# ---- toy_tage_ctr_upd ----
**toy_tage_ctr_upd: clock wiring as the flow saved it**

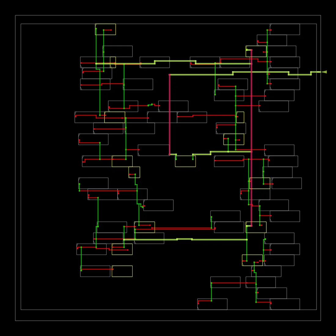

<file path="src/rtl/toy_tage_ctr_upd_pkg.sv">
// Shared types and helpers for the toy TAGE counter-update controller.
package toy_tage_pkg;

  typedef enum logic [1:0] {
    IDLE = 2'd0,
    RD   = 2'd1,
    CALC = 2'd2,
    WR   = 2'd3
  } state_t;

  typedef enum logic {
    OP_LKP = 1'b0,
    OP_UPD = 1'b1
  } op_t;

  localparam int CTR_W    = 2;
  localparam int CTR_INIT = 2;

  function automatic logic [CTR_W-1:0] sat_ctr_next(input logic [CTR_W-1:0] ctr,
                                                    input logic             taken);
    logic [CTR_W-1:0] n;
    if (taken) begin
      n = (ctr == {CTR_W{1'b1}}) ? ctr : ctr + CTR_W'(1);
    end else begin
      n = (ctr == {CTR_W{1'b0}}) ? ctr : ctr - CTR_W'(1);
    end
    return n;
  endfunction

endpackage

</file>
<file path="src/rtl/toy_tage_ctr_upd_sat_ctr.sv">
// Combinational saturating up/down step for one TAGE counter.
module toy_tage_sat_ctr
  import toy_tage_pkg::*;
#(
  parameter int CTR_WIDTH = 2
) (
  input  logic [CTR_WIDTH-1:0] ctr,
  input  logic                 taken,
  output logic [CTR_WIDTH-1:0] ctr_nxt
);

  always_comb begin
    ctr_nxt = ctr;
    if (taken) begin
      if (ctr != {CTR_WIDTH{1'b1}}) begin
        ctr_nxt = ctr + CTR_WIDTH'(1);
      end else begin
        ctr_nxt = ctr;
      end
    end else begin
      if (ctr != {CTR_WIDTH{1'b0}}) begin
        ctr_nxt = ctr - CTR_WIDTH'(1);
      end else begin
        ctr_nxt = ctr;
      end
    end
  end

endmodule

</file>
<file path="src/rtl/toy_tage_ctr_upd.sv">
// Read-modify-write controller for one TAGE table: serialises lookups and counter updates.
// Optional: define TOY_TAGE_CTR_UPD_SKIP_SAT_WR_EN to skip the write of saturated updates.
module toy_tage_ctr_upd
  import toy_tage_pkg::*;
#(
  parameter int ADDR_WIDTH = 32,
  parameter int DATA_WIDTH = 32,
  parameter int IDX_WIDTH  = 10,
  parameter int CTR_WIDTH  = 2
) (
  input  logic                  clk,
  input  logic                  rst_n,
  input  logic                  upd_vld,
  output logic                  upd_rdy,
  input  logic [IDX_WIDTH-1:0]  upd_idx,
  input  logic                  upd_taken,
  output logic                  upd_done,
  input  logic                  lkp_vld,
  output logic                  lkp_rdy,
  input  logic [IDX_WIDTH-1:0]  lkp_idx,
  output logic                  pred_vld,
  output logic [CTR_WIDTH-1:0]  pred_ctr,
  output logic                  pred_taken,
  output logic                  mem_en,
  output logic [ADDR_WIDTH-1:0] mem_addr,
  output logic                  mem_wr_en,
  output logic [DATA_WIDTH-1:0] mem_wr_data,
  input  logic [DATA_WIDTH-1:0] mem_rd_data
);

  state_t                state_r, state_nxt;
  op_t                   op_r, op_nxt;
  logic [IDX_WIDTH-1:0]  idx_r, idx_nxt;
  logic                  taken_r, taken_nxt;
  logic                  mem_en_nxt, mem_wr_en_nxt, upd_done_r;
  logic [ADDR_WIDTH-1:0] mem_addr_nxt;
  logic [DATA_WIDTH-1:0] mem_wr_data_nxt;
  logic [CTR_WIDTH-1:0]  ctr_c, ctr_n;

  assign ctr_c = mem_rd_data[CTR_WIDTH-1:0];

  toy_tage_sat_ctr #(.CTR_WIDTH(CTR_WIDTH)) u_sat_ctr (
    .ctr     (ctr_c),
    .taken   (taken_r),
    .ctr_nxt (ctr_n)
  );

  // Update has fixed priority, so the lookup handshake is masked while upd_vld is high.
  assign upd_rdy    = (state_r == IDLE);
  assign lkp_rdy    = (state_r == IDLE) && !upd_vld;
  assign pred_vld   = (state_r == CALC) && (op_r == OP_LKP);
  assign pred_ctr   = pred_vld ? ctr_c : {CTR_WIDTH{1'b0}};
  assign pred_taken = pred_ctr[CTR_WIDTH-1];

`ifdef TOY_TAGE_CTR_UPD_SKIP_SAT_WR_EN
  assign upd_done = upd_done_r || ((state_r == CALC) && (op_r == OP_UPD) && (ctr_n == ctr_c));
`else
  assign upd_done = upd_done_r;
`endif

  always_comb begin
    state_nxt = state_r;
    op_nxt    = op_r;
    idx_nxt   = idx_r;
    taken_nxt = taken_r;
    case (state_r)
      IDLE: begin
        if (upd_vld) begin
          op_nxt    = OP_UPD;
          idx_nxt   = upd_idx;
          taken_nxt = upd_taken;
          state_nxt = RD;
        end else if (lkp_vld) begin
          op_nxt    = OP_LKP;
          idx_nxt   = lkp_idx;
          taken_nxt = 1'b0;
          state_nxt = RD;
        end else begin
          state_nxt = IDLE;
        end
      end
      RD:   state_nxt = CALC;
      CALC: begin
        if (op_r == OP_LKP) begin
          state_nxt = IDLE;
        end else begin
`ifdef TOY_TAGE_CTR_UPD_SKIP_SAT_WR_EN
          state_nxt = (ctr_n == ctr_c) ? IDLE : WR;
`else
          state_nxt = WR;
`endif
        end
      end
      WR:      state_nxt = IDLE;
      default: state_nxt = IDLE;
    endcase

    // Memory strobes are registered from the next state so they line up with RD/WR.
    mem_en_nxt      = (state_nxt == RD) || (state_nxt == WR);
    mem_wr_en_nxt   = (state_nxt == WR);
    mem_addr_nxt    = mem_en_nxt ? ADDR_WIDTH'(idx_nxt) : {ADDR_WIDTH{1'b0}};
    mem_wr_data_nxt = mem_wr_en_nxt ? {mem_rd_data[DATA_WIDTH-1:CTR_WIDTH], ctr_n}
                                    : {DATA_WIDTH{1'b0}};
  end

  always_ff @(posedge clk) begin
    if (!rst_n) begin
      state_r     <= IDLE;
      op_r        <= OP_LKP;
      idx_r       <= {IDX_WIDTH{1'b0}};
      taken_r     <= 1'b0;
      mem_en      <= 1'b0;
      mem_wr_en   <= 1'b0;
      mem_addr    <= {ADDR_WIDTH{1'b0}};
      mem_wr_data <= {DATA_WIDTH{1'b0}};
      upd_done_r  <= 1'b0;
    end else begin
      state_r     <= state_nxt;
      op_r        <= op_nxt;
      idx_r       <= idx_nxt;
      taken_r     <= taken_nxt;
      mem_en      <= mem_en_nxt;
      mem_wr_en   <= mem_wr_en_nxt;
      mem_addr    <= mem_addr_nxt;
      mem_wr_data <= mem_wr_data_nxt;
      upd_done_r  <= mem_wr_en_nxt;
    end
  end

endmodule

</file>
<file path="config.mk">
export PLATFORM = sky130hd
export DESIGN_NAME = toy_tage_ctr_upd
export DESIGN_NICKNAME = d
export VERILOG_FILES = /design/src/rtl/toy_tage_ctr_upd_pkg.sv /design/src/rtl/toy_tage_ctr_upd_sat_ctr.sv /design/src/rtl/toy_tage_ctr_upd.sv
export SDC_FILE = /design/constraint.sdc
export NUM_CORES = 1
export LEC_CHECK = 0
export ABC_AREA = 0
export CAP_MARGIN = 20
export CORE_UTILIZATION = 40
export DETAILED_ROUTE_END_ITERATION = 6
export PLACE_DENSITY = 0.85
export SETUP_SLACK_MARGIN = 0.4
export SLEW_MARGIN = 20
export SYNTH_ARGS = -nofsm -noshare
export SYNTH_HDL_FRONTEND = slang
export SYNTH_HIERARCHICAL = 1
export SYNTH_SLANG_ARGS = --single-unit
</file>
<file path="constraint.sdc">
create_clock -name clk -period 2.25 [get_ports clk]
set_clock_uncertainty 0.05 [all_clocks]
set_input_delay 0.3375 -clock clk [delete_from_list [all_inputs] [get_ports clk]]
set_output_delay 0.3375 -clock clk [all_outputs]
set_load 0.02 [all_outputs]
</file>
# ---- spi_tx_arbiter_flat ----
$ cat src/rtl/spi_tx_arbiter_if.sv
// rtl/spi_tx_arbiter_if.sv - requester/FIFO-write bundle for the SPI TX arbiter
interface spi_tx_arbiter_if #(
    parameter int NUM_REQ = 4
);
    logic [NUM_REQ-1:0]   req;
    logic [NUM_REQ*8-1:0] req_data;
    logic [NUM_REQ-1:0]   req_last;
    logic [NUM_REQ-1:0]   ack;
    logic [NUM_REQ-1:0]   gnt;
    logic                 busy;
    logic                 tx_ready;
    logic [7:0]           tx_data;
    logic                 fifo_f;

    // Requester/FIFO side: drives requests and the full flag.
    modport master (
        output req, req_data, req_last, fifo_f,
        input  ack, gnt, busy, tx_ready, tx_data
    );

    // Arbiter side.
    modport slave (
        input  req, req_data, req_last, fifo_f,
        output ack, gnt, busy, tx_ready, tx_data
    );
endinterface

$ cat src/rtl/spi_tx_arbiter.sv
// rtl/spi_tx_arbiter.sv - round-robin write-side arbiter for the SPI async FIFO
module spi_tx_arbiter #(
    parameter int NUM_REQ   = 4,
    parameter int MAX_BURST = 8
) (
    input  logic              sys_clk,
    input  logic              rst,
    spi_tx_arbiter_if.slave   bus
);
    localparam int              IDX_W     = (NUM_REQ > 1) ? $clog2(NUM_REQ) : 1;
    localparam logic [7:0]      LAST_BEAT = 8'(MAX_BURST - 1);
    localparam logic [IDX_W-1:0] LAST_IDX = IDX_W'(NUM_REQ - 1);

    typedef enum logic {
        IDLE,
        GRANT
    } state_t;

    state_t           state;
    state_t           state_nxt;
    logic [IDX_W-1:0] gnt_idx;
    logic [IDX_W-1:0] gnt_idx_nxt;
    logic [IDX_W-1:0] last_gnt;
    logic [IDX_W-1:0] last_gnt_nxt;
    logic [7:0]       beat_cnt;
    logic [7:0]       beat_cnt_nxt;
    logic [IDX_W-1:0] pick_idx;
    logic             pick_vld;
    logic             accept;
    logic [7:0]       req_bytes [NUM_REQ];

    // Unpack the flat data bus so the output mux indexes by requester.
    for (genvar g = 0; g < NUM_REQ; g++) begin : g_unpack
        assign req_bytes[g] = bus.req_data[8*g +: 8];
    end

    // Round-robin pick: first active request after the last owner.
    always_comb begin
        int               cand;
        logic [IDX_W-1:0] cand_idx;
        cand     = 0;
        cand_idx = '0;
        pick_idx = '0;
        pick_vld = 1'b0;
        for (int k = 1; k <= NUM_REQ; k++) begin
            cand     = (int'(last_gnt) + k) % NUM_REQ;
            cand_idx = IDX_W'(cand);
            if (!pick_vld && bus.req[cand_idx]) begin
                pick_vld = 1'b1;
                pick_idx = cand_idx;
            end
        end
    end

    // Next-state and outputs; bytes only move in GRANT and never during rst.
    always_comb begin
        state_nxt    = state;
        gnt_idx_nxt  = gnt_idx;
        last_gnt_nxt = last_gnt;
        beat_cnt_nxt = beat_cnt;
        accept       = 1'b0;
        bus.tx_ready = 1'b0;
        bus.ack      = '0;
        bus.gnt      = '0;
        bus.busy     = 1'b0;
        bus.tx_data  = 8'h00;
        case (state)
            IDLE: begin
                if (pick_vld) begin
                    gnt_idx_nxt  = pick_idx;
                    beat_cnt_nxt = '0;
                    state_nxt    = GRANT;
                end
            end
            GRANT: begin
                bus.busy          = 1'b1;
                bus.gnt[gnt_idx]  = 1'b1;
                bus.tx_data       = req_bytes[gnt_idx];
                accept            = bus.req[gnt_idx] & ~bus.fifo_f & ~rst;
                bus.tx_ready      = accept;
                bus.ack[gnt_idx]  = accept;
                if (!bus.req[gnt_idx]) begin
                    // Withdrawal releases the grant even while the FIFO is full.
                    state_nxt    = IDLE;
                    last_gnt_nxt = gnt_idx;
                end else if (accept) begin
                    if (beat_cnt != LAST_BEAT) begin
                        beat_cnt_nxt = beat_cnt + 8'd1;
                    end
                    if (bus.req_last[gnt_idx] || beat_cnt == LAST_BEAT) begin
                        state_nxt    = IDLE;
                        last_gnt_nxt = gnt_idx;
                    end
                end
            end
            default: state_nxt = IDLE;
        endcase
    end

    // State register; reset leaves requester 0 with first priority.
    always_ff @(posedge sys_clk) begin
        if (rst) begin
            state    <= IDLE;
            gnt_idx  <= '0;
            last_gnt <= LAST_IDX;
            beat_cnt <= '0;
        end else begin
            state    <= state_nxt;
            gnt_idx  <= gnt_idx_nxt;
            last_gnt <= last_gnt_nxt;
            beat_cnt <= beat_cnt_nxt;
        end
    end
endmodule

$ cat src/flat_wrapper.sv
// flat-port wrapper written by rule: the top's interface ports become plain ports
module spi_tx_arbiter_flat 
#(
    parameter int NUM_REQ   = 4,
    parameter int MAX_BURST = 8
)
  (sys_clk, rst, bus_req, bus_req_data, bus_req_last, bus_fifo_f, bus_ack, bus_gnt, bus_busy, bus_tx_ready, bus_tx_data);
  spi_tx_arbiter_if #(.NUM_REQ(NUM_REQ)) bus_i ();
  input  logic sys_clk;
  input  logic rst;
  input wire logic [$bits(bus_i.req)-1:0] bus_req;
  input wire logic [$bits(bus_i.req_data)-1:0] bus_req_data;
  input wire logic [$bits(bus_i.req_last)-1:0] bus_req_last;
  input wire logic [$bits(bus_i.fifo_f)-1:0] bus_fifo_f;
  output wire logic [$bits(bus_i.ack)-1:0] bus_ack;
  output wire logic [$bits(bus_i.gnt)-1:0] bus_gnt;
  output wire logic [$bits(bus_i.busy)-1:0] bus_busy;
  output wire logic [$bits(bus_i.tx_ready)-1:0] bus_tx_ready;
  output wire logic [$bits(bus_i.tx_data)-1:0] bus_tx_data;
  assign bus_i.req = bus_req;
  assign bus_i.req_data = bus_req_data;
  assign bus_i.req_last = bus_req_last;
  assign bus_i.fifo_f = bus_fifo_f;
  assign bus_ack = bus_i.ack;
  assign bus_gnt = bus_i.gnt;
  assign bus_busy = bus_i.busy;
  assign bus_tx_ready = bus_i.tx_ready;
  assign bus_tx_data = bus_i.tx_data;
  spi_tx_arbiter #(.NUM_REQ(NUM_REQ), .MAX_BURST(MAX_BURST)) u_core (.sys_clk(sys_clk), .rst(rst), .bus(bus_i));
endmodule
$ cat config.mk
export PLATFORM = sky130hd
export DESIGN_NAME = spi_tx_arbiter_flat
export DESIGN_NICKNAME = d
export VERILOG_FILES = /design/src/rtl/spi_tx_arbiter_if.sv /design/src/rtl/spi_tx_arbiter.sv /design/src/flat_wrapper.sv
export SDC_FILE = /design/constraint.sdc
export NUM_CORES = 1
export LEC_CHECK = 0
export CORE_MARGIN = 1
export CORE_UTILIZATION = 35
export DETAILED_ROUTE_END_ITERATION = 6
export HOLD_SLACK_MARGIN = 0.03
export PLACE_DENSITY = 0.87
export REMOVE_ABC_BUFFERS = 1
export SLEW_MARGIN = 20
export SYNTH_ARGS = -nofsm -noshare
export SYNTH_HDL_FRONTEND = slang
export SYNTH_SLANG_ARGS = --single-unit
$ cat constraint.sdc
create_clock -name sys_clk -period 1.9 [get_ports sys_clk]
set_input_delay 0.38 -clock sys_clk [delete_from_list [all_inputs] [get_ports sys_clk]]
set_output_delay 0.38 -clock sys_clk [all_outputs]
set_load 0.01 [all_outputs]
**spi_tx_arbiter_flat: clock wiring as the flow saved it**

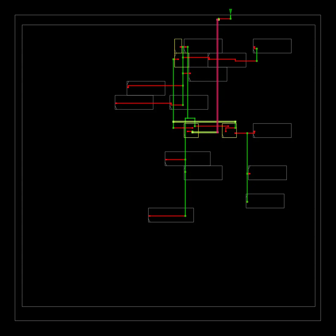
# clock sinks: 13
Final Skew: 7.278 ps

==> impl_metrics.json, spi_tx_arbiter_flat <==
{
  "status": "finished with violations",
  "violations": "negative setup slack",
  "cts_tree": "yes",
  "ys_seq_elements": 13,
  "flop-count": 13,
  "p_int_mw": 0.6622,
  "power_density_nw_per_um2": 462.1,
  "slowest_stage": "mux4_2",
  "grt_overflow": 0,
  "grt_use_total": 0.2077,
  "leakagePower_nw": 0.8375,
  "drtAntennaViolNets": 0,
  "worstPathRequired_ps": 1520,
  "synth_cell_types": 41,
  "top_area_cell": "dfxtp_1",
  "worstMarginPinSlew_ps": 360.3,
  "fmax_mhz": 500.3,
  "hold_viol": 0,
  "cp.depth": 5,
  "setup_viol": 12,
  "cts_buffers": 3,
  "drive_gt1_frac": 0.3767,
  "timing.final.ws_setup_ps": -98.69,
  "buffer_area_frac": 0.3963,
  "holdBufCountCts": 0,
  "clkCellAreaFrac": 0.01284,
  "netlist.area_leader.share": 0.2286,
  "cp-start-kind": "flop",
  "maxSlewHeadroom": 0.7529,
  "seq_power_mw": 0.306,
  "syn_area_per_cell_sq_um": 8.826,
  "mostFrequentLayoutCell": "clkdlybuf4s50_1"
}
==> spi_tx_arbiter_flat: stage by stage <==
| stage | instance area [sq um] | std cells |
|---|---|---|
| 4_1_cts | 1973 | 258 |
| 3_3_place_gp | 1927 | 248 |
| 6_report | 2046 | 259 |
| 3_5_place_dp | 1927 | 248 |
| 2_1_floorplan | 1099 | 121 |
| 5_1_grt | 2046 | 259 |
==> spi_tx_arbiter_flat: what timing repair did <==
action	4_1_cts	5_1_grt
buffers inserted	6	1
cloned	0	0
pin swaps	7	12
endpoints found under the setup margin	28	19
gates resized	76	25
==> spi_tx_arbiter_flat: registers in the layout, summed over array words and instances (netlist names) <==
| register | cells |
|---|---|
| u_core.state | 1 |
| u_core.gnt_idx | 2 |
| u_core.last_gnt | 2 |
| u_core.beat_cnt | 8 |
==> spi_tx_arbiter_flat: metal layers <==
metal | up-vias | global-route usage | part of all wire
met5 | - | 0 | 0
met4 | 0 | 0.05102 | 0.010
met3 | 4 | 0.02402 | 0.040
li1 | 644 | - | -
met1 | 624 | 0.2216 | 0.42
met2 | 44 | 0.4237 | 0.53
**toy_tage_ctr_upd: register map, names as in the netlist**

Bar = 20 um. Other sequential cells in the stronger gray, the rest of the logic in the fainter gray.
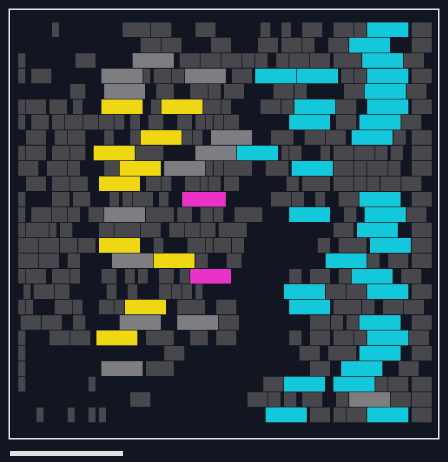
legend:
  idx_r:
    color: yellow
    sequential_cells: 10
  state_r:
    color: magenta
    sequential_cells: 2
  mem_wr_data:
    color: cyan
    sequential_cells: 32
    where: a vertical strip on the right
not colored: 13
storage element area: 1142 sq um
sequential power: 1.08 mW
Util after Layout: 0.6594

## Picture notes: 'clock wiring as the flow saved it' of toy_tage_ctr_upd
clock network power: 0.861 mW
seq_cells: 57
worst skew pair latency: 330 ps

==> impl_metrics.json, toy_tage_ctr_upd <==
{
  "syn_area_per_cell_sq_um": 10.21,
  "setup_tns_ps": 0,
  "met3_usage": 0.09656,
  "slowest_delay_ps": 650,
  "synth_cell_types": 30,
  "fmax_mhz": 555.8,
  "edf_count": 0,
  "reg2reg_from": "state_r[0]",
  "ys_seq_elements": 57,
  "postSynth.asyncResetShare": 0,
  "hold_class": "flop to flop",
  "synth_stat.cells": 212,
  "leakagePower_nw": 1.365,
  "drt_iter0_markers": 32,
  "seq_share": 0.3349,
  "clkPwrFrac": 0.365,
  "nNonClkBuffers": 117,
  "ys.flop_type": "dfxtp_1",
  "seq_power_share": 0.459,
  "wl_met2_mm": 2.211,
  "clk_path_buf_depth": 2,
  "top_cells_by_count": "57 x dfxtp_1, 34 x and2_1, 27 x buf_4",
  "yosys_warnings": 6,
  "status": "finished, final reports clean",
  "crit_path_max_fanout": 5,
  "met2_usage": 0.2887,
  "p_sw_mw": 0.5968
}
-- toy_tage_ctr_upd: power by group through the flow --
stage / Clock, mW / Combinational, mW / Sequential [mW]
global placement: 0 / 0.398 / 1.10
CTS: 0.877 / 0.403 / 1.08
floorplan: 0 / 0.217 / 1.13
detailed placement: 0 / 0.405 / 1.10
finish: 0.861 / 0.415 / 1.08
global route: 0.935 / 0.451 / 1.09
-- toy_tage_ctr_upd: kinds of logic (layout without fill, tap and decap cells) --
| group | after synthesis | after routing | share of synthesized area |
|---|---|---|---|
| AND/OR/NAND/NOR | 86 | 86 | 0.2613 |
| adder cells (fa/ha/maj) | 2 | 2 | 0.01040 |
| AND-OR/OR-AND | 26 | 26 | 0.07630 |
| flip-flops | 57 | 57 | 0.5272 |
| other | 1 | 22 | 0.001732 |
| buffers and inverters | 40 | 137 | 0.1231 |
-- toy_tage_ctr_upd: worst paths after layout --
kind | endpoint | slack [ps] | cells after the start
setup reg to reg | idx_r[7] | 880 | 5
setup / recovery | mem_en | 450 | 1
hold / removal | mem_addr[4] | 460 | 2
hold reg to reg | mem_addr[4] | 460 | 2

# ---- frame_scheduler ----
**frame_scheduler: drive-strength map**

Bar = 20 um.
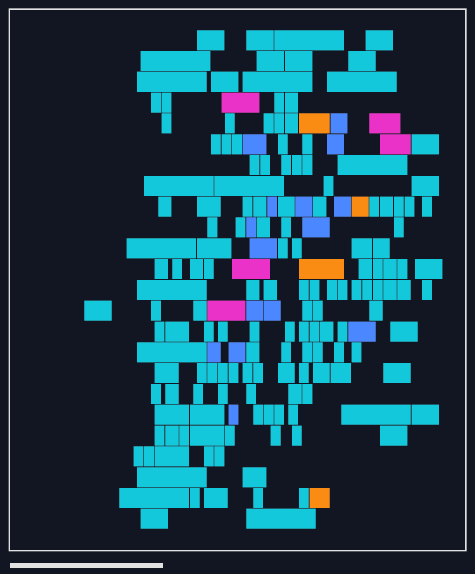

$ cat src/rtl/can_pkg.sv
// rtl/can_pkg.sv - shared frame-level state encoding and default bit counts for the CAN controller
package can_pkg;

    typedef enum logic [2:0] {
        INTEGRATE    = 3'd0,
        IDLE         = 3'd1,
        FRAME        = 3'd2,
        INTERMISSION = 3'd3,
        OVERLOAD     = 3'd4,
        ERROR        = 3'd5
    } frame_state_t;

    localparam int IDLE_BITS_DEF         = 11;
    localparam int INTERMISSION_BITS_DEF = 3;
    localparam int MAX_REQ_OVERLOAD_DEF  = 2;
    localparam int WATCHDOG_BITS_DEF     = 64;

    function automatic int cntWidth(input int limit);
        return $clog2(limit) + 1;
    endfunction

endpackage

$ cat src/rtl/bit_counter.sv
// rtl/bit_counter.sv - saturating up-counter with synchronous clear (priority) and count enable
module bit_counter #(
    parameter int LIMIT = 11,
    parameter int WIDTH = $clog2(LIMIT) + 1
) (
    input  logic             clk,
    input  logic             resetN,
    input  logic             clear,
    input  logic             enable,
    output logic [WIDTH-1:0] count
);

    localparam logic [WIDTH-1:0] LIMIT_V = WIDTH'(LIMIT);

    always_ff @(posedge clk or negedge resetN) begin
        if (!resetN) begin
            count <= '0;
        end else if (clear) begin
            count <= '0;
        end else if (enable && (count != LIMIT_V)) begin
            count <= count + 1'b1;
        end
    end

endmodule

$ cat src/rtl/frame_scheduler.sv
// rtl/frame_scheduler.sv - CAN bit-level frame sequencer; optional watchdog under FRAME_SCHEDULER_WATCHDOG_EN
module frame_scheduler
    import can_pkg::*;
#(
    parameter int IDLE_BITS         = IDLE_BITS_DEF,
    parameter int INTERMISSION_BITS = INTERMISSION_BITS_DEF,
    parameter int MAX_REQ_OVERLOAD  = MAX_REQ_OVERLOAD_DEF,
    parameter int WATCHDOG_BITS     = WATCHDOG_BITS_DEF
) (
    input  logic       clk,
    input  logic       resetN,
    input  logic       samplePoint,
    input  logic       canRX,
    input  logic       frameErr,
    input  logic       endFrame,
    input  logic       endError,
    input  logic       endOverload,
    input  logic       overloadReq,
    output logic       isFrame,
    output logic       isError,
    output logic       isOverload,
    output logic       busIdle,
    output logic       sofPulse,
    output logic [2:0] state,
    output logic       timeoutErr
);

    // One counter serves both integration and intermission, so it is sized for the larger limit.
    localparam int CNT_LIMIT = (IDLE_BITS > INTERMISSION_BITS) ? IDLE_BITS : INTERMISSION_BITS;
    localparam int CW        = cntWidth(CNT_LIMIT);
    localparam int RW        = cntWidth(MAX_REQ_OVERLOAD);

    localparam logic [CW-1:0] IDLE_LAST  = CW'(IDLE_BITS - 1);
    localparam logic [CW-1:0] INTER_LAST = CW'(INTERMISSION_BITS - 1);
    localparam logic [CW-1:0] CNT_ONE    = CW'(1);
    localparam logic [RW-1:0] REQ_MAX    = RW'(MAX_REQ_OVERLOAD);

    frame_state_t  stateReg;
    frame_state_t  nextState;
    logic [CW-1:0] bitCnt;
    logic          cntClear;
    logic          cntCount;
    logic [RW-1:0] reqCnt;
    logic          reqInc;
    logic          reqClear;
    logic          sofNext;
    logic          wdFire;

    bit_counter #(
        .LIMIT (CNT_LIMIT),
        .WIDTH (CW)
    ) uBitCnt (
        .clk    (clk),
        .resetN (resetN),
        .clear  (cntClear),
        .enable (cntCount),
        .count  (bitCnt)
    );

`ifdef FRAME_SCHEDULER_WATCHDOG_EN
    localparam int            WW      = cntWidth(WATCHDOG_BITS);
    localparam logic [WW-1:0] WD_LAST = WW'(WATCHDOG_BITS - 1);

    logic [WW-1:0] wdCnt;
    logic          wdClear;
    logic          timeoutNext;

    assign wdClear = (nextState != stateReg) || !((stateReg == OVERLOAD) || (stateReg == ERROR));
    assign wdFire  = (wdCnt == WD_LAST);

    bit_counter #(
        .LIMIT (WATCHDOG_BITS),
        .WIDTH (WW)
    ) uWatchdog (
        .clk    (clk),
        .resetN (resetN),
        .clear  (wdClear),
        .enable (samplePoint),
        .count  (wdCnt)
    );

    always_ff @(posedge clk or negedge resetN) begin
        if (!resetN) begin
            timeoutErr <= 1'b0;
        end else begin
            timeoutErr <= timeoutNext;
        end
    end
`else
    // Keeps the watchdog parameter referenced when the watchdog is compiled out.
    logic unusedWatchdog;
    assign unusedWatchdog = ^WATCHDOG_BITS;
    assign wdFire         = 1'b0;
    assign timeoutErr     = 1'b0;
`endif

    always_comb begin
        nextState = stateReg;
        cntClear  = 1'b0;
        cntCount  = 1'b0;
        sofNext   = 1'b0;
        reqInc    = 1'b0;
`ifdef FRAME_SCHEDULER_WATCHDOG_EN
        timeoutNext = 1'b0;
`endif
        if (samplePoint) begin
            case (stateReg)
                INTEGRATE: begin
                    if (!canRX) begin
                        cntClear = 1'b1;
                    end else if (bitCnt == IDLE_LAST) begin
                        nextState = IDLE;
                    end else begin
                        cntCount = 1'b1;
                    end
                end
                IDLE: begin
                    if (!canRX) begin
                        nextState = FRAME;
                        sofNext   = 1'b1;
                    end
                end
                FRAME: begin
                    if (frameErr) begin
                        nextState = ERROR;
                    end else if (endFrame) begin
                        nextState = INTERMISSION;
                    end
                end
                INTERMISSION: begin
                    if (frameErr) begin
                        nextState = ERROR;
                    end else if ((bitCnt == '0) && overloadReq && (reqCnt < REQ_MAX)) begin
                        nextState = OVERLOAD;
                        reqInc    = 1'b1;
                    end else if (!canRX && (bitCnt <= CNT_ONE)) begin
                        nextState = OVERLOAD;
                    end else if (bitCnt == INTER_LAST) begin
                        // Dominant on the last intermission bit is a start of frame.
                        if (!canRX) begin
                            nextState = FRAME;
                            sofNext   = 1'b1;
                        end else begin
                            nextState = IDLE;
                        end
                    end else begin
                        cntCount = 1'b1;
                    end
                end
                OVERLOAD: begin
                    if (frameErr) begin
                        nextState = ERROR;
                    end else if (endOverload) begin
                        nextState = INTERMISSION;
                    end else if (wdFire) begin
                        nextState = INTEGRATE;
`ifdef FRAME_SCHEDULER_WATCHDOG_EN
                        timeoutNext = 1'b1;
`endif
                    end
                end
                ERROR: begin
                    if (endError) begin
                        nextState = INTERMISSION;
                    end else if (wdFire) begin
                        nextState = INTEGRATE;
`ifdef FRAME_SCHEDULER_WATCHDOG_EN
                        timeoutNext = 1'b1;
`endif
                    end
                end
                default: nextState = INTEGRATE;
            endcase
        end
        // Every state entry starts the shared bit counter from zero.
        if (nextState != stateReg) begin
            cntClear = 1'b1;
        end
    end

    assign reqClear = (nextState != stateReg) && ((nextState == FRAME) || (nextState == IDLE));
    assign state    = stateReg;

    always_ff @(posedge clk or negedge resetN) begin
        if (!resetN) begin
            stateReg   <= INTEGRATE;
            isFrame    <= 1'b0;
            isError    <= 1'b0;
            isOverload <= 1'b0;
            busIdle    <= 1'b0;
            sofPulse   <= 1'b0;
            reqCnt     <= '0;
        end else begin
            stateReg   <= nextState;
            isFrame    <= (nextState == FRAME);
            isError    <= (nextState == ERROR);
            isOverload <= (nextState == OVERLOAD);
            busIdle    <= (nextState == IDLE);
            sofPulse   <= sofNext;
            if (reqClear) begin
                reqCnt <= '0;
            end else if (reqInc && (reqCnt != REQ_MAX)) begin
                reqCnt <= reqCnt + 1'b1;
            end
        end
    end

endmodule

$ cat config.mk
export PLATFORM = sky130hd
export DESIGN_NAME = frame_scheduler
export DESIGN_NICKNAME = d
export VERILOG_FILES = /design/src/rtl/can_pkg.sv /design/src/rtl/bit_counter.sv /design/src/rtl/frame_scheduler.sv
export SDC_FILE = /design/constraint.sdc
export NUM_CORES = 1
export LEC_CHECK = 0
export ABC_AREA = 1
export CAP_MARGIN = 10
export CORE_ASPECT_RATIO = 1.2
export CORE_MARGIN = 2
export CORE_UTILIZATION = 30
export DETAILED_ROUTE_END_ITERATION = 16
export GPL_TIMING_DRIVEN = 0
export PLACE_DENSITY = 0.6
export SYNTH_ARGS = -nofsm -noshare
export SYNTH_HDL_FRONTEND = slang
export SYNTH_SLANG_ARGS = --single-unit
$ cat constraint.sdc
create_clock -name clk -period 2.6 [get_ports clk]
set_input_delay 0.26 -clock clk [delete_from_list [all_inputs] [get_ports clk]]
set_output_delay 0.26 -clock clk [all_outputs]
set_load 0.02 [all_outputs]
# ---- latch_q_sampler ----
### src/rtl/latch_q_sampler.sv
// Samples the q/qb outputs of a gated D latch into the clk domain, waits for them to settle,
// and packs one settled bit per request into a WIDTH-bit word handed off with valid/ready.
module latch_q_sampler #(
  parameter int unsigned WIDTH       = 8,
  parameter int unsigned SYNC_STAGES = 2,
  parameter int unsigned SETTLE      = 2,
  parameter int unsigned TIMEOUT     = 16
) (
  input  logic             clk,
  input  logic             rst_n,
  input  logic             q,
  input  logic             qb,
  input  logic             sample_en,
  output logic [WIDTH-1:0] word_data,
  output logic             word_valid,
  input  logic             word_ready,
  output logic             err_illegal,
  output logic             err_timeout,
  output logic [7:0]       err_count,
  output logic             busy
);

  localparam int unsigned SW = $clog2(SETTLE + 1);
  localparam int unsigned TW = $clog2(TIMEOUT + 1);
  localparam int unsigned BW = $clog2(WIDTH + 1);

  typedef enum logic [1:0] {
    IDLE   = 2'd0,
    SETTLE_ST = 2'd1,
    HOLD   = 2'd2
  } state_t;

  state_t                 state;
  logic [SYNC_STAGES-1:0] q_sync;
  logic [SYNC_STAGES-1:0] qb_sync;
  logic                   q_p;
  logic [SW-1:0]          settle_cnt;
  logic [TW-1:0]          tmo_cnt;
  logic [BW-1:0]          bit_cnt;

  logic q_s_c;
  logic qb_s_c;
  logic qual_c;
  logic illegal_c;
  logic capture_c;
  logic tmo_hit_c;
  logic last_bit_c;

  // Qualification: complementary and unchanged since the previous synced cycle.
  always_comb begin
    q_s_c      = q_sync[SYNC_STAGES-1];
    qb_s_c     = qb_sync[SYNC_STAGES-1];
    qual_c     = (q_s_c != qb_s_c) && (q_s_c == q_p);
    illegal_c  = (q_s_c == qb_s_c);
    capture_c  = qual_c && (settle_cnt == SW'(SETTLE - 1));
    tmo_hit_c  = (tmo_cnt == TW'(TIMEOUT - 1));
    last_bit_c = (bit_cnt == BW'(WIDTH - 1));
  end

  always_ff @(posedge clk) begin
    if (!rst_n) begin
      state       <= IDLE;
      q_sync      <= '0;
      qb_sync     <= '0;
      q_p         <= 1'b0;
      settle_cnt  <= '0;
      tmo_cnt     <= '0;
      bit_cnt     <= '0;
      word_data   <= '0;
      word_valid  <= 1'b0;
      err_illegal <= 1'b0;
      err_timeout <= 1'b0;
      err_count   <= 8'd0;
      busy        <= 1'b0;
    end else begin
      q_sync      <= {q_sync[SYNC_STAGES-2:0], q};
      qb_sync     <= {qb_sync[SYNC_STAGES-2:0], qb};
      q_p         <= q_s_c;
      err_illegal <= 1'b0;
      err_timeout <= 1'b0;

      case (state)
        IDLE: begin
          if (sample_en) begin
            state      <= SETTLE_ST;
            settle_cnt <= '0;
            tmo_cnt    <= '0;
            busy       <= 1'b1;
          end
        end

        SETTLE_ST: begin
          tmo_cnt <= tmo_cnt + TW'(1);
          if (qual_c) begin
            settle_cnt <= settle_cnt + SW'(1);
          end else begin
            settle_cnt <= '0;
            if (illegal_c) begin
              err_illegal <= 1'b1;
              if (err_count != 8'hFF) err_count <= err_count + 8'd1;
            end
          end

          // Capture takes priority over a timeout landing on the same cycle.
          if (capture_c) begin
            word_data <= {word_data[WIDTH-2:0], q_s_c};
            bit_cnt   <= bit_cnt + BW'(1);
            if (last_bit_c) begin
              state      <= HOLD;
              word_valid <= 1'b1;
            end else begin
              state <= IDLE;
              busy  <= 1'b0;
            end
          end else if (tmo_hit_c) begin
            err_timeout <= 1'b1;
            state       <= IDLE;
            busy        <= 1'b0;
          end
        end

        HOLD: begin
          if (word_ready) begin
            state      <= IDLE;
            word_valid <= 1'b0;
            bit_cnt    <= '0;
            busy       <= 1'b0;
          end
        end

        default: begin
          state      <= IDLE;
          word_valid <= 1'b0;
          busy       <= 1'b0;
        end
      endcase
    end
  end

endmodule
### config.mk
export PLATFORM = sky130hd
export DESIGN_NAME = latch_q_sampler
export DESIGN_NICKNAME = d
export VERILOG_FILES = /design/src/rtl/latch_q_sampler.sv
export SDC_FILE = /design/constraint.sdc
export NUM_CORES = 1
export LEC_CHECK = 0
export ABC_AREA = 1
export CAP_MARGIN = 10
export CORE_ASPECT_RATIO = 0.75
export CORE_MARGIN = 3
export CORE_UTILIZATION = 30
export DETAILED_ROUTE_END_ITERATION = 10
export GPL_TIMING_DRIVEN = 0
export PLACE_DENSITY_LB_ADDON = 0.08
export SLEW_MARGIN = 25
export SYNTH_ARGS = -nofsm -noshare
export SYNTH_HDL_FRONTEND = slang
export SYNTH_SLANG_ARGS = --single-unit
### constraint.sdc
create_clock -name clk -period 1.5 [get_ports clk]
set_input_delay 0.15 -clock clk [delete_from_list [all_inputs] [get_ports clk]]
set_output_delay 0.15 -clock clk [all_outputs]
set_load 0.1 [all_outputs]
# ---- light_conflict_monitor_flat ----
### config.mk
export PLATFORM = sky130hd
export DESIGN_NAME = light_conflict_monitor_flat
export DESIGN_NICKNAME = d
export VERILOG_FILES = /design/src/rtl/light_conflict_monitor_if.sv /design/src/rtl/light_conflict_monitor.sv /design/src/flat_wrapper.sv
export SDC_FILE = /design/constraint.sdc
export NUM_CORES = 1
export LEC_CHECK = 0
export ABC_AREA = 1
export CORE_AREA = 2 2 65 79
export DETAILED_ROUTE_END_ITERATION = 16
export DIE_AREA = 0 0 67 81
export GPL_ROUTABILITY_DRIVEN = 0
export PLACE_DENSITY = 0.83
export SLEW_MARGIN = 10
export SYNTH_ARGS = -nofsm -noshare
export SYNTH_HDL_FRONTEND = slang
export SYNTH_SLANG_ARGS = --single-unit
### constraint.sdc
create_clock -name clk -period 2.3 [get_ports clk]
set_input_delay 0.69 -clock clk [delete_from_list [all_inputs] [get_ports clk]]
set_output_delay 0.69 -clock clk [all_outputs]
set_load 0.01 [all_outputs]
### src/rtl/light_conflict_monitor_if.sv
// light_conflict_monitor_if: sequencer light codes in, lamp drive and fault status out
interface light_conflict_monitor_if;
  logic [2:0] n_lights, s_lights, e_lights, w_lights;
  logic       clr_fault;
  logic [2:0] n_lamp, s_lamp, e_lamp, w_lamp;
  logic       fault;
  logic [1:0] fault_code;
  logic [7:0] fault_count;
  modport master (
    output n_lights, s_lights, e_lights, w_lights, clr_fault,
    input  n_lamp, s_lamp, e_lamp, w_lamp, fault, fault_code, fault_count
  );
  modport slave (
    input  n_lights, s_lights, e_lights, w_lights, clr_fault,
    output n_lamp, s_lamp, e_lamp, w_lamp, fault, fault_code, fault_count
  );
endinterface

### src/rtl/light_conflict_monitor.sv
// light_conflict_monitor: forwards legal light combinations, traps persistent
// illegal ones into flashing amber until operator clear plus clean recovery window.
module light_conflict_monitor #(
  parameter int FAULT_CYCLES   = 2,
  parameter int BLINK_HALF     = 4,
  parameter int RECOVER_CYCLES = 16
) (
  input logic clk,
  input logic rst_a_n,
  light_conflict_monitor_if.slave bus
);
  typedef enum logic [1:0] {NORMAL, PENDING, FLASH, RECOVER} state_t;
  localparam logic [2:0] RED = 3'b100, AMBER = 3'b010;
  state_t state;
  logic [3:0] trip_cnt;
  logic [7:0] win_cnt;
  logic phase, fault, bad_code, conflict, illegal;
  logic [11:0] lamps, lights;
  logic [1:0] fault_code, trip_type;
  logic [7:0] fault_count;
  function automatic logic valid(input logic [2:0] c);
    return c == 3'b100 || c == 3'b010 || c == 3'b001;
  endfunction
  always_comb begin
    lights = {bus.n_lights, bus.s_lights, bus.e_lights, bus.w_lights};
    bad_code = !(valid(bus.n_lights) && valid(bus.s_lights) && valid(bus.e_lights) && valid(bus.w_lights));
    conflict = $countones({bus.n_lights != RED, bus.s_lights != RED, bus.e_lights != RED, bus.w_lights != RED}) > 1;
    illegal = bad_code || conflict;
    trip_type = bad_code ? 2'b01 : 2'b10;
  end
  // win_cnt doubles as blink counter in FLASH and recovery window in RECOVER
  always_ff @(posedge clk or negedge rst_a_n) begin
    if (!rst_a_n) begin
      state <= NORMAL;
      lamps <= {4{RED}};
      fault <= 1'b0;
      fault_code <= 2'b00;
      fault_count <= 8'd0;
      trip_cnt <= 4'd0;
      win_cnt <= 8'd0;
      phase <= 1'b1;
    end else begin
      case (state)
        NORMAL:
          if (illegal) begin
            state <= PENDING;
            trip_cnt <= 4'd1;
          end else lamps <= lights;
        PENDING:
          if (!illegal) begin
            state <= NORMAL;
            trip_cnt <= 4'd0;
            lamps <= lights;
          end else if (trip_cnt == 4'(FAULT_CYCLES - 1)) begin
            state <= FLASH;
            trip_cnt <= 4'd0;
            lamps <= {4{AMBER}};
            phase <= 1'b1;
            win_cnt <= 8'd0;
            fault <= 1'b1;
            fault_code <= trip_type;
            if (fault_count != 8'hff) fault_count <= fault_count + 8'd1;
          end else trip_cnt <= trip_cnt + 4'd1;
        FLASH:
          if (bus.clr_fault) begin
            state <= RECOVER;
            lamps <= {4{RED}};
            win_cnt <= 8'd0;
          end else if (win_cnt == 8'(BLINK_HALF - 1)) begin
            win_cnt <= 8'd0;
            phase <= !phase;
            lamps <= phase ? 12'h000 : {4{AMBER}};
          end else begin
            win_cnt <= win_cnt + 8'd1;
            lamps <= phase ? {4{AMBER}} : 12'h000;
          end
        RECOVER:
          if (illegal) win_cnt <= 8'd0;
          else if (win_cnt == 8'(RECOVER_CYCLES - 1)) begin
            state <= NORMAL;
            win_cnt <= 8'd0;
            lamps <= lights;
            fault <= 1'b0;
          end else win_cnt <= win_cnt + 8'd1;
        default: state <= NORMAL;
      endcase
    end
  end
  assign {bus.n_lamp, bus.s_lamp, bus.e_lamp, bus.w_lamp} = lamps;
  assign bus.fault = fault;
  assign bus.fault_code = fault_code;
  assign bus.fault_count = fault_count;
endmodule

### src/flat_wrapper.sv
// flat-port wrapper written by rule: the top's interface ports become plain ports
module light_conflict_monitor_flat 
#(
  parameter int FAULT_CYCLES   = 2,
  parameter int BLINK_HALF     = 4,
  parameter int RECOVER_CYCLES = 16
)
  (clk, rst_a_n, bus_n_lights, bus_s_lights, bus_e_lights, bus_w_lights, bus_clr_fault, bus_n_lamp, bus_s_lamp, bus_e_lamp, bus_w_lamp, bus_fault, bus_fault_code, bus_fault_count);
  light_conflict_monitor_if bus_i ();
  input logic clk;
  input logic rst_a_n;
  input wire logic [$bits(bus_i.n_lights)-1:0] bus_n_lights;
  input wire logic [$bits(bus_i.s_lights)-1:0] bus_s_lights;
  input wire logic [$bits(bus_i.e_lights)-1:0] bus_e_lights;
  input wire logic [$bits(bus_i.w_lights)-1:0] bus_w_lights;
  input wire logic [$bits(bus_i.clr_fault)-1:0] bus_clr_fault;
  output wire logic [$bits(bus_i.n_lamp)-1:0] bus_n_lamp;
  output wire logic [$bits(bus_i.s_lamp)-1:0] bus_s_lamp;
  output wire logic [$bits(bus_i.e_lamp)-1:0] bus_e_lamp;
  output wire logic [$bits(bus_i.w_lamp)-1:0] bus_w_lamp;
  output wire logic [$bits(bus_i.fault)-1:0] bus_fault;
  output wire logic [$bits(bus_i.fault_code)-1:0] bus_fault_code;
  output wire logic [$bits(bus_i.fault_count)-1:0] bus_fault_count;
  assign bus_i.n_lights = bus_n_lights;
  assign bus_i.s_lights = bus_s_lights;
  assign bus_i.e_lights = bus_e_lights;
  assign bus_i.w_lights = bus_w_lights;
  assign bus_i.clr_fault = bus_clr_fault;
  assign bus_n_lamp = bus_i.n_lamp;
  assign bus_s_lamp = bus_i.s_lamp;
  assign bus_e_lamp = bus_i.e_lamp;
  assign bus_w_lamp = bus_i.w_lamp;
  assign bus_fault = bus_i.fault;
  assign bus_fault_code = bus_i.fault_code;
  assign bus_fault_count = bus_i.fault_count;
  light_conflict_monitor #(.FAULT_CYCLES(FAULT_CYCLES), .BLINK_HALF(BLINK_HALF), .RECOVER_CYCLES(RECOVER_CYCLES)) u_core (.clk(clk), .rst_a_n(rst_a_n), .bus(bus_i));
endmodule
**light_conflict_monitor_flat: I/O nets highlighted**

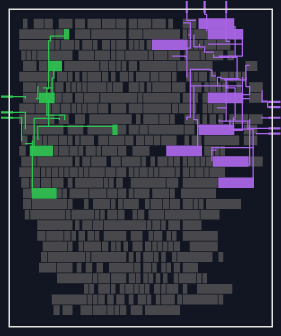
legend:
  bus_w_lights:
    color: green
    direction: input
    edge: left
    end_cells: 7
    buffers: 6
    wire: 128 um
  bus_fault_count:
    color: purple
    direction: output
    edge: 5 right, 3 top
    end_cells: 8
    buffers: 8
    wire: 301 um
# port buffers: 37
io pins: 38

==> impl_metrics.json, light_conflict_monitor_flat <==
{
  "drt_iter0_markers": 255,
  "wl_met3_um": 648,
  "crit_path_max_fanout": 6,
  "cts_buffers": 5,
  "crit_family": "simple AND/OR/NAND/NOR gates",
  "drc": 0,
  "cp-end-kind": "flop",
  "grt_overflow": 0,
  "logic_area_sq_um": 1498,
  "h-tree-depth": 2,
  "clock_latency_ps": 300,
  "timing.final.ws_setup_ps": -329.9,
  "place_area_sq_um": 3104,
  "setup_viol": 38,
  "path_common_cell": "nand2_2",
  "wl_met2_mm": 4.483,
  "nNonClkInverters": 44,
  "maxSlewHeadroom": 0.6657,
  "syn_area_sq_um": 2422,
  "cp.depth": 17,
  "met2_usage": 0.5079,
  "wire_per_inst_um": 17.92,
  "met3_usage": 0.06787,
  "postSynth.asyncResetShare": 1.000,
  "clkCellAreaFrac": 0.03892,
  "row_count": 28,
  "crit_path_end": "u_core.lamps[10]",
  "layout.cells.most_common_list": "111 x nand2_1, 37 x buf_4, 33 x dfrtp_1, 29 x inv_1, 24 x clkdlybuf4s50_1",
  "cts_tree": "yes",
  "power_density_nw_per_um2": 1194,
  "violations": "negative setup slack",
  "antenna_found_initial": 0,
  "hold_class": "primary input to asynchronous set/reset pin",
  "status": "finished with violations",
  "r2r-end": "u_core.lamps[10]",
  "hpwl_mm": 4.294,
  "top_layer": "met4",
  "ys_sh_mux": 0
}
[light_conflict_monitor_flat: power by group]
part	leakage (nW)	internal, mW	switching (mW)
Combinational	1.29	1.09	1.49
Clock	0.0714	0.463	0.259
Sequential	0.481	0.890	0.182
[light_conflict_monitor_flat: synth_stat cells, types with 4 or more instances]
library cell  instances  area, sq um
nor2_1               19        71.32
ha_1                 11        137.6
nand2_1             135        506.7
nand2_2               4        25.02
nor3_1                8        40.04
nand3_1              23        115.1
o21ai_0              16        80.08
dfrtp_1              33        825.8
inv_1                43        161.4
xor2_1                7        61.31
dfstp_2               5        131.4
xnor2_1               4        35.03
nand4_1               5        31.28
[light_conflict_monitor_flat: sequential cells by signal, indices dropped and copies added (netlist names), named ones only]
name                    flops
u_core.lamps               12
u_core.bus.fault_count      8
u_core.state                1
u_core.bus.fault            1
u_core.win_cnt              8
u_core.bus.fault_code       2
u_core.trip_cnt             4
u_core.phase                1
[light_conflict_monitor_flat: stage by stage]
stage	cells	setup TNS, ps	hold WS [ps]
3_3_place_gp	456	-32800	456.3
5_1_grt	484	-9241	471.9
6_report	484	-6989	426.6
2_1_floorplan	336	-5333	394.4
3_5_place_dp	456	-34710	460.3
4_1_cts	479	-3564	451.2
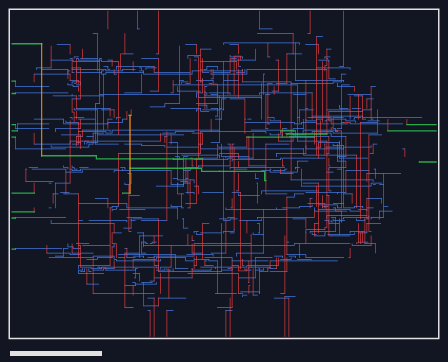
**Above:** latch_q_sampler (signal wires by layer).
Bar = 20 um.
legend:
  metal 3:
    color: green
    wire_length: 139 um
  metal 1:
    color: blue
    wire_length: 2,130 um
  metal 4:
    color: orange
    wire_length: 41.5 um
  metal 2:
    color: red
    wire_length: 1,430 um
gr usage total: 0.1200
drt total wl: 3.742 mm
Vias: 1,501
post-DR wirelength/cell: 10.91 um

==> impl_metrics.json, latch_q_sampler <==
{
  "worstMarginPinSlew_ps": 551.6,
  "cp-start-kind": "flop",
  "ys_sh_adder": 0.03631,
  "nets": 278,
  "rsz0062_at_grt": "yes",
  "status": "finished, final reports clean",
  "critPathKind": "flop to flop",
  "path_clk_slew_ps": 80,
  "cts_root_buf": "clkbuf_8",
  "gp_congestion": 0.7689,
  "ios": 26,
  "postLayoutCoreUtil": 0.4194,
  "numClockSinks": 38,
  "die_x_um": 93.51,
  "ys_sh_xor": 0.02033,
  "clk_path_buf_depth": 2,
  "hold_start": "qb",
  "layout.cells.most_common_list": "47 x nand2_1, 32 x inv_1, 32 x nor2_1, 28 x dfxtp_1, 20 x clkdlybuf4s15_2",
  "slowest_delay_ps": 370,
  "crit_path_max_fanout": 9,
  "clkPwrFrac": 0.405,
  "coreArea_sq_um": 5439,
  "setup_tns_ps": 0,
  "maxCapViolCount": 0,
  "hold_viol": 0,
  "p_sw_mw": 0.5476,
  "postSynth.asyncResetShare": 0
}
==> latch_q_sampler: layout make-up <==
| type | instances | area (sq um) | share of cell area |
|---|---|---|---|
| repair buffers | 28 | 297.8 | 0.1306 |
| multi-input cells | 154 | 824.5 | 0.3615 |
| flip-flops and latches | 38 | 783.3 | 0.3434 |
| plain buffers | 5 | 33.78 | 0.01481 |
| well taps | 75 | 93.84 | 0.04114 |
| clock buffers | 7 | 86.33 | 0.03785 |
| clock inverters | 1 | 30.03 | 0.01317 |
| inverters | 35 | 131.4 | 0.05760 |
==> latch_q_sampler: worst paths after layout <==
kind / end / depth (start not counted) / slack, ps
setup / recovery: err_count[3] / 8 / 80
hold / removal: qb_sync[0] / 3 / 390
setup reg to reg: err_count[3] / 8 / 80
hold reg to reg: q_sync[1] / 2 / 420
==> latch_q_sampler: Yosys cell counts, types with 2 or more instances <==
cell / number
inv_2: 3
buf_6: 2
nor2_4: 3
inv_1: 32
nand4_1: 3
nor2_1: 32
clkbuf_1: 3
ha_1: 5
nand3_1: 10
a21oi_1: 17
dfxtp_1: 38
nor3_1: 3
nand2_1: 48
o21ai_0: 16
xor2_1: 4
**frame_scheduler: register map, names as in the netlist**

Bar = 20 um. Other sequential cells in the stronger gray, the rest of the logic in the fainter gray.
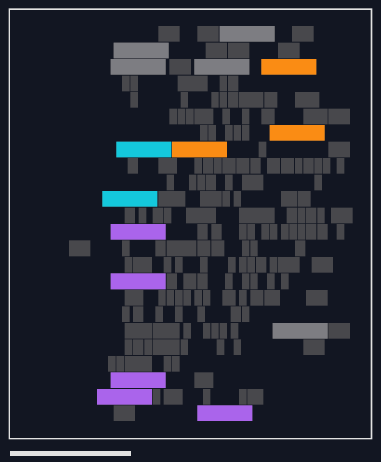
legend:
  uBitCnt.count:
    color: purple
    sequential_cells: 5
  reqCnt:
    color: cyan
    sequential_cells: 2
  state:
    color: orange
    sequential_cells: 3
not colored: 5
storage element area: 375.4 sq um
Seq area share: 0.2752
sequential power: 0.331 mW
Util after Layout: 0.3817

Notes on 'drive-strength map' of frame_scheduler above:
legend:
  _6 and larger:
    color: magenta
    cells: 5
    most_used: clkbuf_8
  _2 cells:
    color: blue
    cells: 15
    most_used: nand2_2
  _3 and _4 cells:
    color: orange
    cells: 4
  _0 and _1 cells:
    color: cyan
    cells: 154
    most_used: nand2_1
final instance area: 1364 sq um
Final WS setup: 707.1 ps
Non-CTS buffers: 19

==> impl_metrics.json, frame_scheduler <==
{
  "worst-r2r-cell-count": 15,
  "slowest_delay_ps": 430,
  "nets": 193,
  "hpwl_mm": 1.710,
  "path_buffers": 3,
  "largest_reg_flops": 5,
  "finalCritPeriodShare": 0.7280,
  "firstDrtPassIters": 4,
  "clkPwrFrac": 0.156,
  "finalClockSkew_ps": 1.714,
  "cts_root_buf": "clkbuf_8",
  "worstMarginPinSlew_ps": 697.9,
  "layout.cells.most_common_list": "41 x nand2_1, 24 x nor2_1, 18 x inv_1, 16 x clkdlybuf4s50_1, 15 x dfrtp_1",
  "hold_viol": 0,
  "post-place-ws_ps": 550.7,
  "grt_overflow": 0,
  "cp-start-kind": "flop",
  "yosys_warnings": 0,
  "grt_pass1_wl_mm": 3.884,
  "synthTopLogicFamily": "simple AND/OR/NAND/NOR gates",
  "hold_class": "primary input to asynchronous set/reset pin",
  "postSynth.asyncResetShare": 1.000,
  "ys_sh_xor": 0.03950,
  "cts_buffers": 3,
  "yosys.area_share.simple": 0.3792,
  "initial_core_util": 0.3102,
  "cp-end-kind": "flop",
  "postCtsSetupBuffers": 0,
  "antenna_found_initial": 0,
  "status": "finished, final reports clean",
  "seq_power_share": 0.263,
  "syn_area_sq_um": 1109,
  "fmax_mhz": 528.3,
  "largest_register": "uBitCnt.count",
  "grt_use_total": 0.1208,
  "syn_area_per_cell_sq_um": 7.016,
  "rsz0062_at_grt": "no",
  "cts.repair.resized": 0,
  "row_count": 24,
  "coreArea_sq_um": 3573,
  "dieArea_sq_um": 4199,
  "top_cells_by_count": "41 x nand2_1, 24 x nor2_1, 18 x inv_1"
}
frame_scheduler: through the flow:
stage	util	cells	hold WS (ps)
6_report	0.3817	217	424.0
5_1_grt	0.3817	217	520.4
4_1_cts	0.3817	217	464.1
3_5_place_dp	0.3687	213	558.6
3_3_place_gp	0.3687	213	556.1
2_1_floorplan	-	158	-35.59
frame_scheduler: cell type report:
class / count / area, sq um
Timing Repair Buffer: 16 / 160.2
Clock buffer: 3 / 41.29
Buffer: 3 / 30.03
Fill cell: 376 / 2210
Inverter: 23 / 88.84
Clock inverter: 1 / 5.005
Multi-Input combinational cell: 117 / 614.3
Tap cell: 39 / 48.80
Sequential cell: 15 / 375.4
frame_scheduler: metal layers:
metal	share of wire	vias to the layer above
li1	-	529
met1	0.46	426
met2	0.47	24
met3	0.041	5
met4	0.025	0
met5	0	-
frame_scheduler: power groups by stage:
stage | logic [mW] | clock network, mW | registers, mW
6_report | 0.732 | 0.196 | 0.331
5_1_grt | 0.832 | 0.210 | 0.338
4_1_cts | 0.741 | 0.203 | 0.333
3_5_place_dp | 0.738 | 0 | 0.337
3_3_place_gp | 0.739 | 0 | 0.336
2_1_floorplan | 0.473 | 0 | 0.389

==> layout pictures side by side <==
Clock wiring as the flow saved it.
image #1
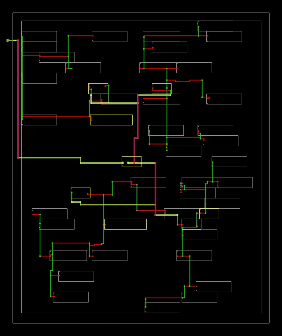
image #2
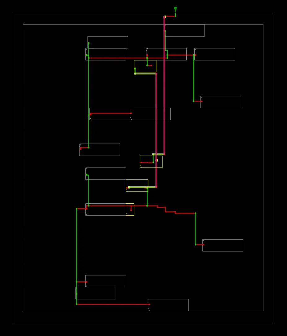
image #3
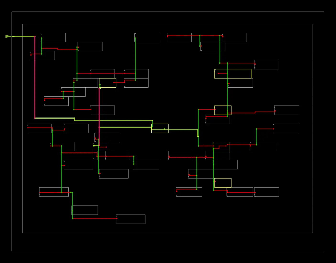
| from | picture |
|---|---|
| frame_scheduler | image #2 |
| latch_q_sampler | image #3 |
| light_conflict_monitor_flat | image #1 |



==> layout pictures side by side <==
Signal wires by layer.
Bar = 20 um.
shot_01.png
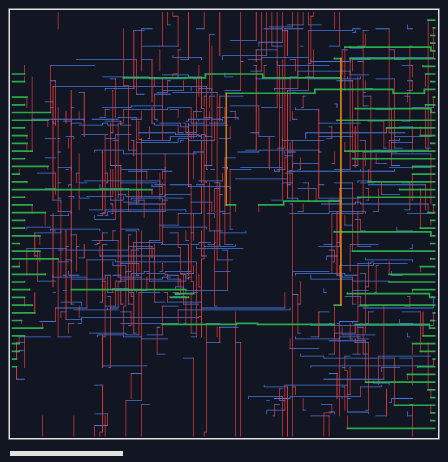
shot_02.png
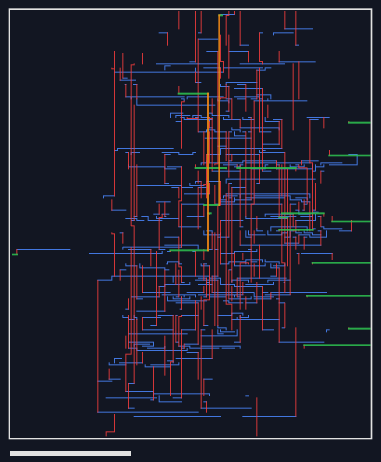
shot_03.png
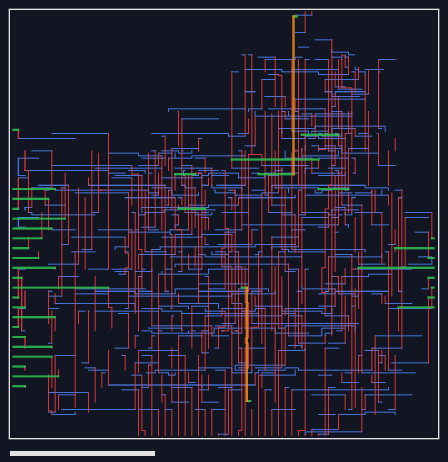
shot_04.png
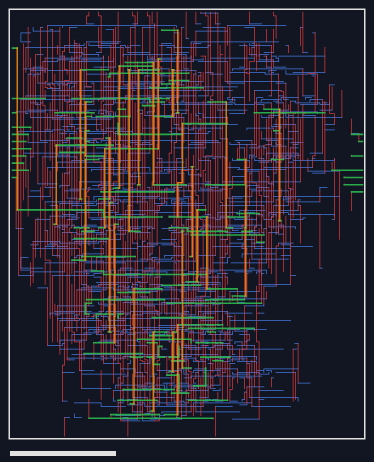
| picture | from |
|---|---|
| shot_03.png | spi_tx_arbiter_flat |
| shot_04.png | light_conflict_monitor_flat |
| shot_02.png | frame_scheduler |
| shot_01.png | toy_tage_ctr_upd |
The one with the most wire is shot_04.png.
The one with the least wire is shot_02.png.

Power figures rest on the tool's default switching activity, not on a simulated workload.
